######## block 1 ########
## src/rtl/seg7_pkg.sv

```systemverilog
// Shared types, defaults and helpers for the 8-digit 7-segment scan controller.
// lz_mask is only used when SEG7_LZB_EN is defined.
package seg7_pkg;

    typedef enum logic [0:0] {
        StBlank = 1'b0,
        StDrive = 1'b1
    } seg7_state_e;

    localparam logic [7:0]  AN_OFF         = 8'hFF;
    localparam int unsigned NIB_W          = 4;
    localparam int unsigned MAX_DIGITS     = 8;
    localparam int unsigned DEF_NUM_DIGITS = 8;
    localparam int unsigned DEF_TICK_DIV   = 131072;
    localparam int unsigned DEF_BLANK_CYC  = 16;

    // Bit k set when nibbles k..num_digits-1 are all zero; digit 0 is never blanked.
    function automatic logic [MAX_DIGITS-1:0] lz_mask(input logic [31:0] val,
                                                      input int unsigned num_digits);
        logic [MAX_DIGITS-1:0] mask;
        logic                  zero_above;
        mask       = '0;
        zero_above = 1'b1;
        for (int k = MAX_DIGITS - 1; k >= 0; k--) begin
            if (k < int'(num_digits)) begin
                zero_above = zero_above & (val[NIB_W*k +: NIB_W] == 4'h0);
                mask[k]    = zero_above & (k != 0);
            end
        end
        return mask;
    endfunction

endpackage

```

## src/rtl/seg7_scan_timer.sv

```systemverilog
// Dwell/blank interval counter for the scan controller: end-of-interval strobe,
// current digit index and a registered pulse that is high during the frame-wrap cycle.
module seg7_scan_timer
    import seg7_pkg::*;
#(
    parameter int unsigned NUM_DIGITS = DEF_NUM_DIGITS,
    parameter int unsigned TICK_DIV   = DEF_TICK_DIV,
    parameter int unsigned BLANK_CYC  = DEF_BLANK_CYC
) (
    input  logic       clk,
    input  logic       rst,
    input  logic       drive_i,
    output logic       end_o,
    output logic [2:0] idx_o,
    output logic       wrap_o
);

    localparam int unsigned MaxCyc = (TICK_DIV > BLANK_CYC) ? TICK_DIV : BLANK_CYC;
    localparam int unsigned CntW   = (MaxCyc > 1) ? $clog2(MaxCyc) : 1;

    localparam logic [CntW-1:0] TickLast  = CntW'(TICK_DIV - 1);
    localparam logic [CntW-1:0] BlankLast = CntW'(BLANK_CYC - 1);
    localparam logic [2:0]      IdxLast   = 3'(NUM_DIGITS - 1);

    logic [CntW-1:0] cnt_q, cnt_d;
    logic [2:0]      idx_q, idx_d;
    logic            wrap_q, wrap_d;
    logic            drive_next;

    always_comb begin
        end_o = (cnt_q == (drive_i ? TickLast : BlankLast));
        cnt_d = end_o ? '0 : cnt_q + CntW'(1);
        idx_d = idx_q;
        if (drive_i && end_o) begin
            idx_d = (idx_q == IdxLast) ? 3'd0 : idx_q + 3'd1;
        end
        // Look one cycle ahead so the wrap pulse is registered yet aligned with the wrap cycle.
        drive_next = drive_i ^ end_o;
        wrap_d     = drive_next && (cnt_d == TickLast) && (idx_d == IdxLast);
    end

    always_ff @(posedge clk) begin
        if (rst) begin
            cnt_q  <= '0;
            idx_q  <= 3'd0;
            wrap_q <= 1'b0;
        end else begin
            cnt_q  <= cnt_d;
            idx_q  <= idx_d;
            wrap_q <= wrap_d;
        end
    end

    assign idx_o  = idx_q;
    assign wrap_o = wrap_q;

endmodule

```

## src/rtl/seg7_scan_ctrl.sv

```systemverilog
// Scan scheduler for an 8-digit common-anode 7-segment display with a double-buffered value.
// Define SEG7_LZB_EN to enable leading-zero blanking.
module seg7_scan_ctrl
    import seg7_pkg::*;
#(
    parameter int unsigned NUM_DIGITS = DEF_NUM_DIGITS,
    parameter int unsigned TICK_DIV   = DEF_TICK_DIV,
    parameter int unsigned BLANK_CYC  = DEF_BLANK_CYC
) (
    input  logic        clk,
    input  logic        rst,
    input  logic [31:0] val_in,
    input  logic        val_valid,
    output logic        val_ready,
    input  logic [7:0]  dig_en,
    output logic [3:0]  digit,
    output logic [2:0]  dig_idx,
    output logic [7:0]  AN,
    output logic        frame_done
);

    seg7_state_e state_q;
    logic        drive;
    logic        interval_end;
    logic        wrap;
    logic [31:0] shadow_q;
    logic [31:0] staged_q;
    logic        pending_q;
    logic        xfer;
    logic        show;

    assign drive = (state_q == StDrive);

    seg7_scan_timer #(
        .NUM_DIGITS (NUM_DIGITS),
        .TICK_DIV   (TICK_DIV),
        .BLANK_CYC  (BLANK_CYC)
    ) u_timer (
        .clk     (clk),
        .rst     (rst),
        .drive_i (drive),
        .end_o   (interval_end),
        .idx_o   (dig_idx),
        .wrap_o  (wrap)
    );

    assign val_ready = ~pending_q;
    assign xfer      = val_valid & ~pending_q;

    // Transfer and shadow load are mutually exclusive: one needs pending clear, the other set.
    always_ff @(posedge clk) begin
        if (rst) begin
            state_q   <= StBlank;
            shadow_q  <= '0;
            staged_q  <= '0;
            pending_q <= 1'b0;
        end else begin
            if (interval_end) begin
                state_q <= drive ? StBlank : StDrive;
            end
            if (xfer) begin
                staged_q  <= val_in;
                pending_q <= 1'b1;
            end else if (wrap && pending_q) begin
                shadow_q  <= staged_q;
                pending_q <= 1'b0;
            end
        end
    end

`ifdef SEG7_LZB_EN
    logic [MAX_DIGITS-1:0] lz_q;

    always_ff @(posedge clk) begin
        if (rst) begin
            lz_q <= lz_mask(32'd0, NUM_DIGITS);
        end else if (wrap && pending_q) begin
            lz_q <= lz_mask(staged_q, NUM_DIGITS);
        end
    end

    assign show = ~lz_q[dig_idx];
`else
    assign show = 1'b1;
`endif

    always_comb begin
        AN = AN_OFF;
        if (drive && dig_en[dig_idx] && show) begin
            AN = ~(8'b1 << dig_idx);
        end
    end

    assign digit      = shadow_q[NIB_W*dig_idx +: NIB_W];
    assign frame_done = wrap;

endmodule

```

## config.mk

```make
export PLATFORM = sky130hd
export DESIGN_NAME = seg7_scan_ctrl
export DESIGN_NICKNAME = d
export VERILOG_FILES = /design/src/rtl/seg7_pkg.sv /design/src/rtl/seg7_scan_timer.sv /design/src/rtl/seg7_scan_ctrl.sv
export SDC_FILE = /design/constraint.sdc
export NUM_CORES = 1
export LEC_CHECK = 0
export ABC_AREA = 0
export CORE_ASPECT_RATIO = 0.5
export CORE_MARGIN = 4
export CORE_UTILIZATION = 25
export CTS_BUF_LIST = sky130_fd_sc_hd__clkbuf_16
export DETAILED_ROUTE_END_ITERATION = 10
export SLEW_MARGIN = 20
export SYNTH_ARGS = -nofsm -noshare
export SYNTH_HDL_FRONTEND = slang
export SYNTH_SLANG_ARGS = --single-unit
```

## constraint.sdc

```tcl
create_clock -name clk -period 1.99 [get_ports clk]
set_input_delay 0.398 -clock clk [delete_from_list [all_inputs] [get_ports clk]]
set_output_delay 0.398 -clock clk [all_outputs]
set_load 0.005 [all_outputs]
```

block_1/pdn.png
The bar under the picture is 50 um long. Pins as bars on the die edge. Tap cells in grey.
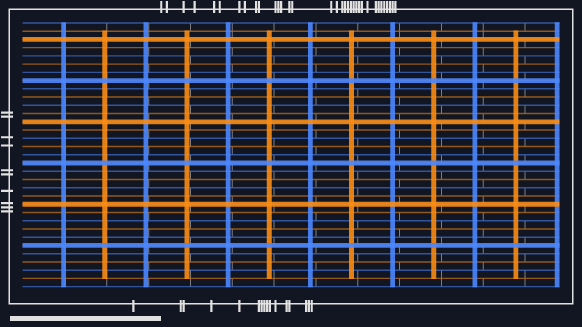
[blue] VSS
[orange] VDD
met4 straps: 13
met5 straps: 6
signal pins: 60
CORE AREA: 15400 um^2
peak supply drop: 0.000385 V
chip height: 96.7 um

==> flow_summary.json <==
{
  "power.switching_uw": 828,
  "preCtsSetupSlack_ns": -0.479,
  "taps": 204,
  "outcome": "finished, violations left",
  "violations": "setup timing",
  "wl_per_cell_um": 13.1,
  "post-cts-setup-buffers": 5,
  "cp.depth": 5,
  "port_buffers": 59,
  "final-setup-viol-count": 12,
  "hold_path.class": "in -> reg",
  "lay_top_cells": "152 x nand2_1, 86 x dfxtp_1, 67 x a21oi_1, 46 x clkdlybuf4s50_1, 24 x buf_4",
  "htreeDepth": 3,
  "final_layout_top_logic_cell": "nand2_1",
  "rows": 32,
  "fillers": 1577,
  "ys_area_um2": 3940,
  "fin_ws_ns": -0.0976
}
per-layer routing:
metal | vias up | part of all wire [%] | global-route usage, %
met5 | - | 0 | 0
li1 | 1754 | - | -
met1 | 1624 | 46 | 14.5
met4 | 0 | 1.1 | 2.37
met2 | 64 | 49 | 18.6
met3 | 8 | 4.5 | 3.98
worst paths after layout:
kind / end / slack, ns / from
max: AN[6] / -0.1 / u_timer.idx_o[0]
min: u_timer.idx_o[1] / 0.45 / rst
max reg2reg: u_timer.wrap_o / 0.05 / u_timer.idx_o[0]
min reg2reg: shadow_q[15] / 0.45 / staged_q[15]

######## block 2 ########
==> src/rtl/alarm_pkg.sv <==
// Shared types and default constants for the alarm countdown timer.
package alarm_pkg;

  localparam int DEFAULT_WIDTH    = 10;
  localparam int DEFAULT_TICK_DIV = 50_000_000;

  typedef enum logic [1:0] {
    ST_IDLE,
    ST_RUN,
    ST_HOLD,
    ST_EXPIRED
  } state_t;

endpackage

==> src/rtl/tick_prescaler.sv <==
// Divides clock50 down to a one-cycle tick strobe every TICK_DIV enabled cycles.
module tick_prescaler
  import alarm_pkg::*;
#(
  parameter int TICK_DIV = DEFAULT_TICK_DIV
) (
  input  logic clock50,
  input  logic Mr,
  input  logic clear,
  input  logic enable,
  output logic tick
);

  localparam int            CW   = $clog2(TICK_DIV);
  localparam logic [CW-1:0] LAST = CW'(TICK_DIV - 1);

  logic [CW-1:0] cnt_q, cnt_d;

  // The strobe is high during the cycle whose closing edge wraps the counter.
  assign tick = enable && !clear && (cnt_q == LAST);

  always_comb begin
    // NOTE: default first so every path assigns cnt_d and no latch is inferred.
    cnt_d = cnt_q;
    if (clear) begin
      cnt_d = '0;
    end else if (enable) begin
      cnt_d = tick ? '0 : cnt_q + CW'(1);
    end
  end

  // NOTE: sequential state uses non-blocking assignments only.
  always_ff @(posedge clock50 or posedge Mr) begin
    if (Mr) begin
      cnt_q <= '0;
    end else begin
      cnt_q <= cnt_d;
    end
  end

endmodule

==> src/rtl/alarm_countdown.sv <==
// Tick-based countdown alarm: start/pause/cancel control, one-cycle Tz at zero.
module alarm_countdown
  import alarm_pkg::*;
#(
  parameter int WIDTH    = DEFAULT_WIDTH,
  parameter int TICK_DIV = DEFAULT_TICK_DIV
) (
  input  logic             clock50,
  input  logic             Mr,
  input  logic             start,
  input  logic             pause,
  input  logic             cancel,
  input  logic [WIDTH-1:0] load_value,
  output logic [WIDTH-1:0] Qout,
  output logic             running,
  output logic             Tz,
  output logic             expired
);

  state_t           state_q, state_d;
  logic [WIDTH-1:0] qout_q, qout_d;
  logic             tz_q, tz_d;
  logic             running_q, running_d;
  logic             expired_q, expired_d;

  logic presc_clear;
  logic presc_enable;
  logic tick;

  // A pause-high cycle freezes the prescaler, so a coinciding tick never fires.
  assign presc_clear  = cancel || start;
  assign presc_enable = ((state_q == ST_RUN) || (state_q == ST_HOLD)) && !pause && !presc_clear;

  tick_prescaler #(
    .TICK_DIV (TICK_DIV)
  ) u_prescaler (
    .clock50 (clock50),
    .Mr      (Mr),
    .clear   (presc_clear),
    .enable  (presc_enable),
    .tick    (tick)
  );

  always_comb begin
    state_d = state_q;
    qout_d  = qout_q;
    tz_d    = 1'b0;

    if (cancel) begin
      state_d = ST_IDLE;
      qout_d  = '0;
    end else if (start) begin
      if (load_value == '0) begin
        state_d = ST_EXPIRED;
        qout_d  = '0;
        tz_d    = 1'b1;
      end else begin
        state_d = ST_RUN;
        qout_d  = load_value;
      end
    end else begin
      case (state_q)
        ST_RUN, ST_HOLD: begin
          state_d = pause ? ST_HOLD : ST_RUN;
          if (tick) begin
            if (qout_q > WIDTH'(1)) begin
              qout_d = qout_q - WIDTH'(1);
            end else begin
              qout_d  = '0;
              state_d = ST_EXPIRED;
              tz_d    = 1'b1;
            end
          end
        end
        default: ;
      endcase
    end

    // Status flags are decoded from the next state so they leave a flop.
    running_d = (state_d == ST_RUN) || (state_d == ST_HOLD);
    expired_d = (state_d == ST_EXPIRED);
  end

  always_ff @(posedge clock50 or posedge Mr) begin
    if (Mr) begin
      state_q   <= ST_IDLE;
      qout_q    <= '0;
      tz_q      <= 1'b0;
      running_q <= 1'b0;
      expired_q <= 1'b0;
    end else begin
      state_q   <= state_d;
      qout_q    <= qout_d;
      tz_q      <= tz_d;
      running_q <= running_d;
      expired_q <= expired_d;
    end
  end

  assign Qout    = qout_q;
  assign running = running_q;
  assign Tz      = tz_q;
  assign expired = expired_q;

endmodule

==> config.mk <==
export PLATFORM = sky130hd
export DESIGN_NAME = alarm_countdown
export DESIGN_NICKNAME = d
export VERILOG_FILES = /design/src/rtl/alarm_pkg.sv /design/src/rtl/tick_prescaler.sv /design/src/rtl/alarm_countdown.sv
export SDC_FILE = /design/constraint.sdc
export NUM_CORES = 1
export LEC_CHECK = 0
export ABC_AREA = 1
export CAP_MARGIN = 40
export CORE_ASPECT_RATIO = 1.4
export CORE_MARGIN = 1.5
export CORE_UTILIZATION = 45
export CTS_BUF_LIST = sky130_fd_sc_hd__clkbuf_8
export DETAILED_ROUTE_END_ITERATION = 10
export PLACE_DENSITY = 0.68
export REMOVE_ABC_BUFFERS = 1
export SLEW_MARGIN = 20
export SYNTH_ARGS = -nofsm -noshare
export SYNTH_HDL_FRONTEND = slang
export SYNTH_SLANG_ARGS = --single-unit
==> constraint.sdc <==
create_clock -name clock50 -period 1.65 [get_ports clock50]
set_clock_uncertainty 0.1 [all_clocks]
set_input_delay 0.33 -clock clock50 [delete_from_list [all_inputs] [get_ports clock50]]
set_output_delay 0.33 -clock clock50 [all_outputs]
set_load 0.005 [all_outputs]
block_2/pdn.png
The bar under the picture is 20 um long. Pins as bars on the die edge. Tap cells in grey.
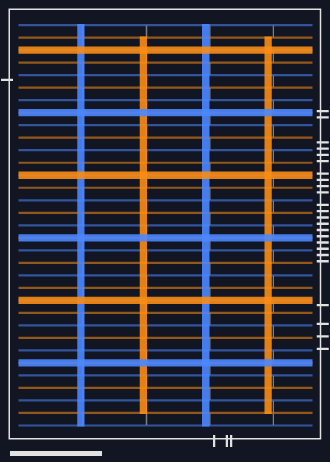
[blue] VSS
[orange] VDD
tap cells: 68
signal pins: 28
CORE AREA: 5570 um^2
chip height: 93.0 um
Die X: 67.3 um

block_2/cell_classes.png
The bar under the picture is 20 um long.
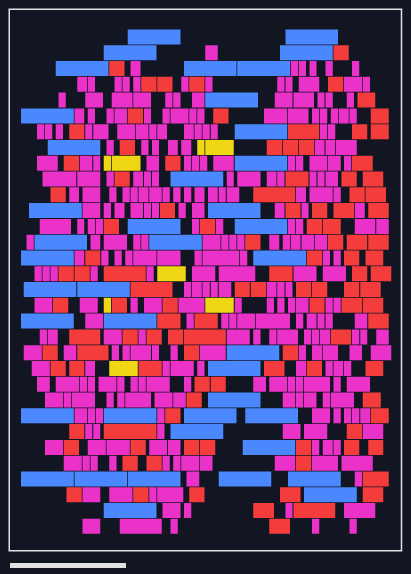
[blue] flip-flops | cells: 41
[red] other buffers and delay cells | cells: 112
[magenta] all other logic | cells: 314
[yellow] clock drivers and dummy loads | cells: 8
# rows: 32
design area: 4070 um^2
final core utilization: 73.0%

==> flow_summary.json <==
{
  "outcome": "finished, violations left",
  "violations": "setup timing",
  "n_clock_buffer": 5,
  "preCtsSetupSlack_ns": -0.506,
  "dp_cells": 522,
  "clock-sinks": 41,
  "sh_seq_area_pct": 25.2,
  "fin_ws_ns": -0.208,
  "largest_cell_class": "multi-input combinational cells",
  "synth.distinct_cells": 32,
  "vias_per_cell": 5.31,
  "num-multi-input-gates": 273,
  "fa_ha_area_share_pct": 1.92,
  "final-setup-viol-count": 38,
  "wl_met1_um": 2880,
  "worstSetupStartpointType": "register",
  "area_growth_pct": 56.0,
  "dr_wl_met3_um": 360,
  "synthArstFlopShare_pct": 100
}
block_2/clock_map.png
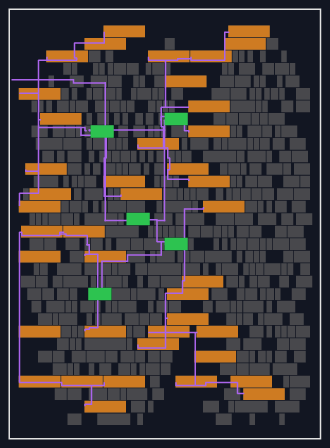
[green] cells driving clock nets | count: 5
[purple] clock wires | length: 509 um
[orange] flip-flops | count: 41
routed clock nets: 6
clock power share: 25.5%
Insertion Delay late pin: 0.29 ns
clock group power: 614 uW

-- stage by stage --
step                total power [mW]  hold WS (ns)
floorplan                       1.36         0.309
global placement                1.67         0.448
detailed placement              1.69         0.455
CTS                             2.32         0.303
global route                    2.53         0.354
finish                          2.41         0.287
-- critical path: stages, from the launching register on --
cell and delay (ns):
dfrtp_1 0.39, inv_2 0.08, ha_2 0.18, inv_1 0.05, nand2_1 0.07, nand3_2 0.11, nor2_4 0.13, nand4_1 0.12
nand2_1 0.08, nand2_1 0.06, a21oi_2 0.14, ha_1 0.24


## Gallery

Metal layers overlaid.
image #1
The bar under the picture is 20 um long. Only two layers are drawn.
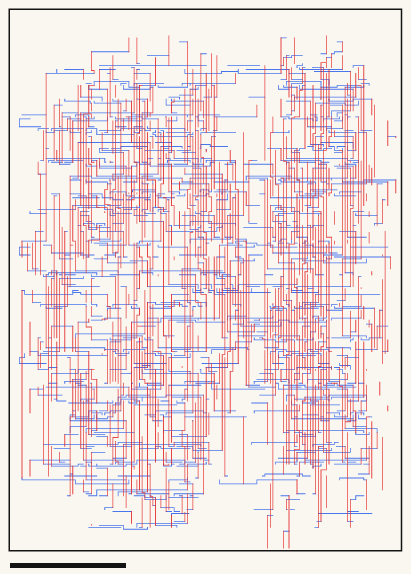
image #2
The bar under the picture is 50 um long. Only two layers are drawn.
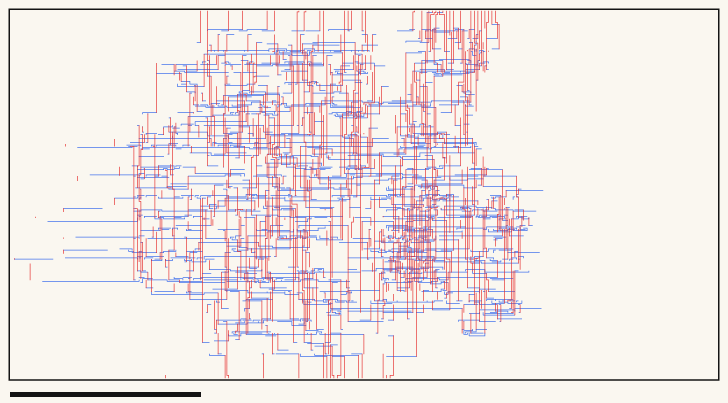
- block 1 = image #2
- block 2 = image #1
Of these, most wire: image #2
Of these, largest die: image #2

Key to image #2:
[red] met2 | wire length: 4810 um
[blue] met1 | wire length: 4520 um

Power and IR drop assume default switching activity.
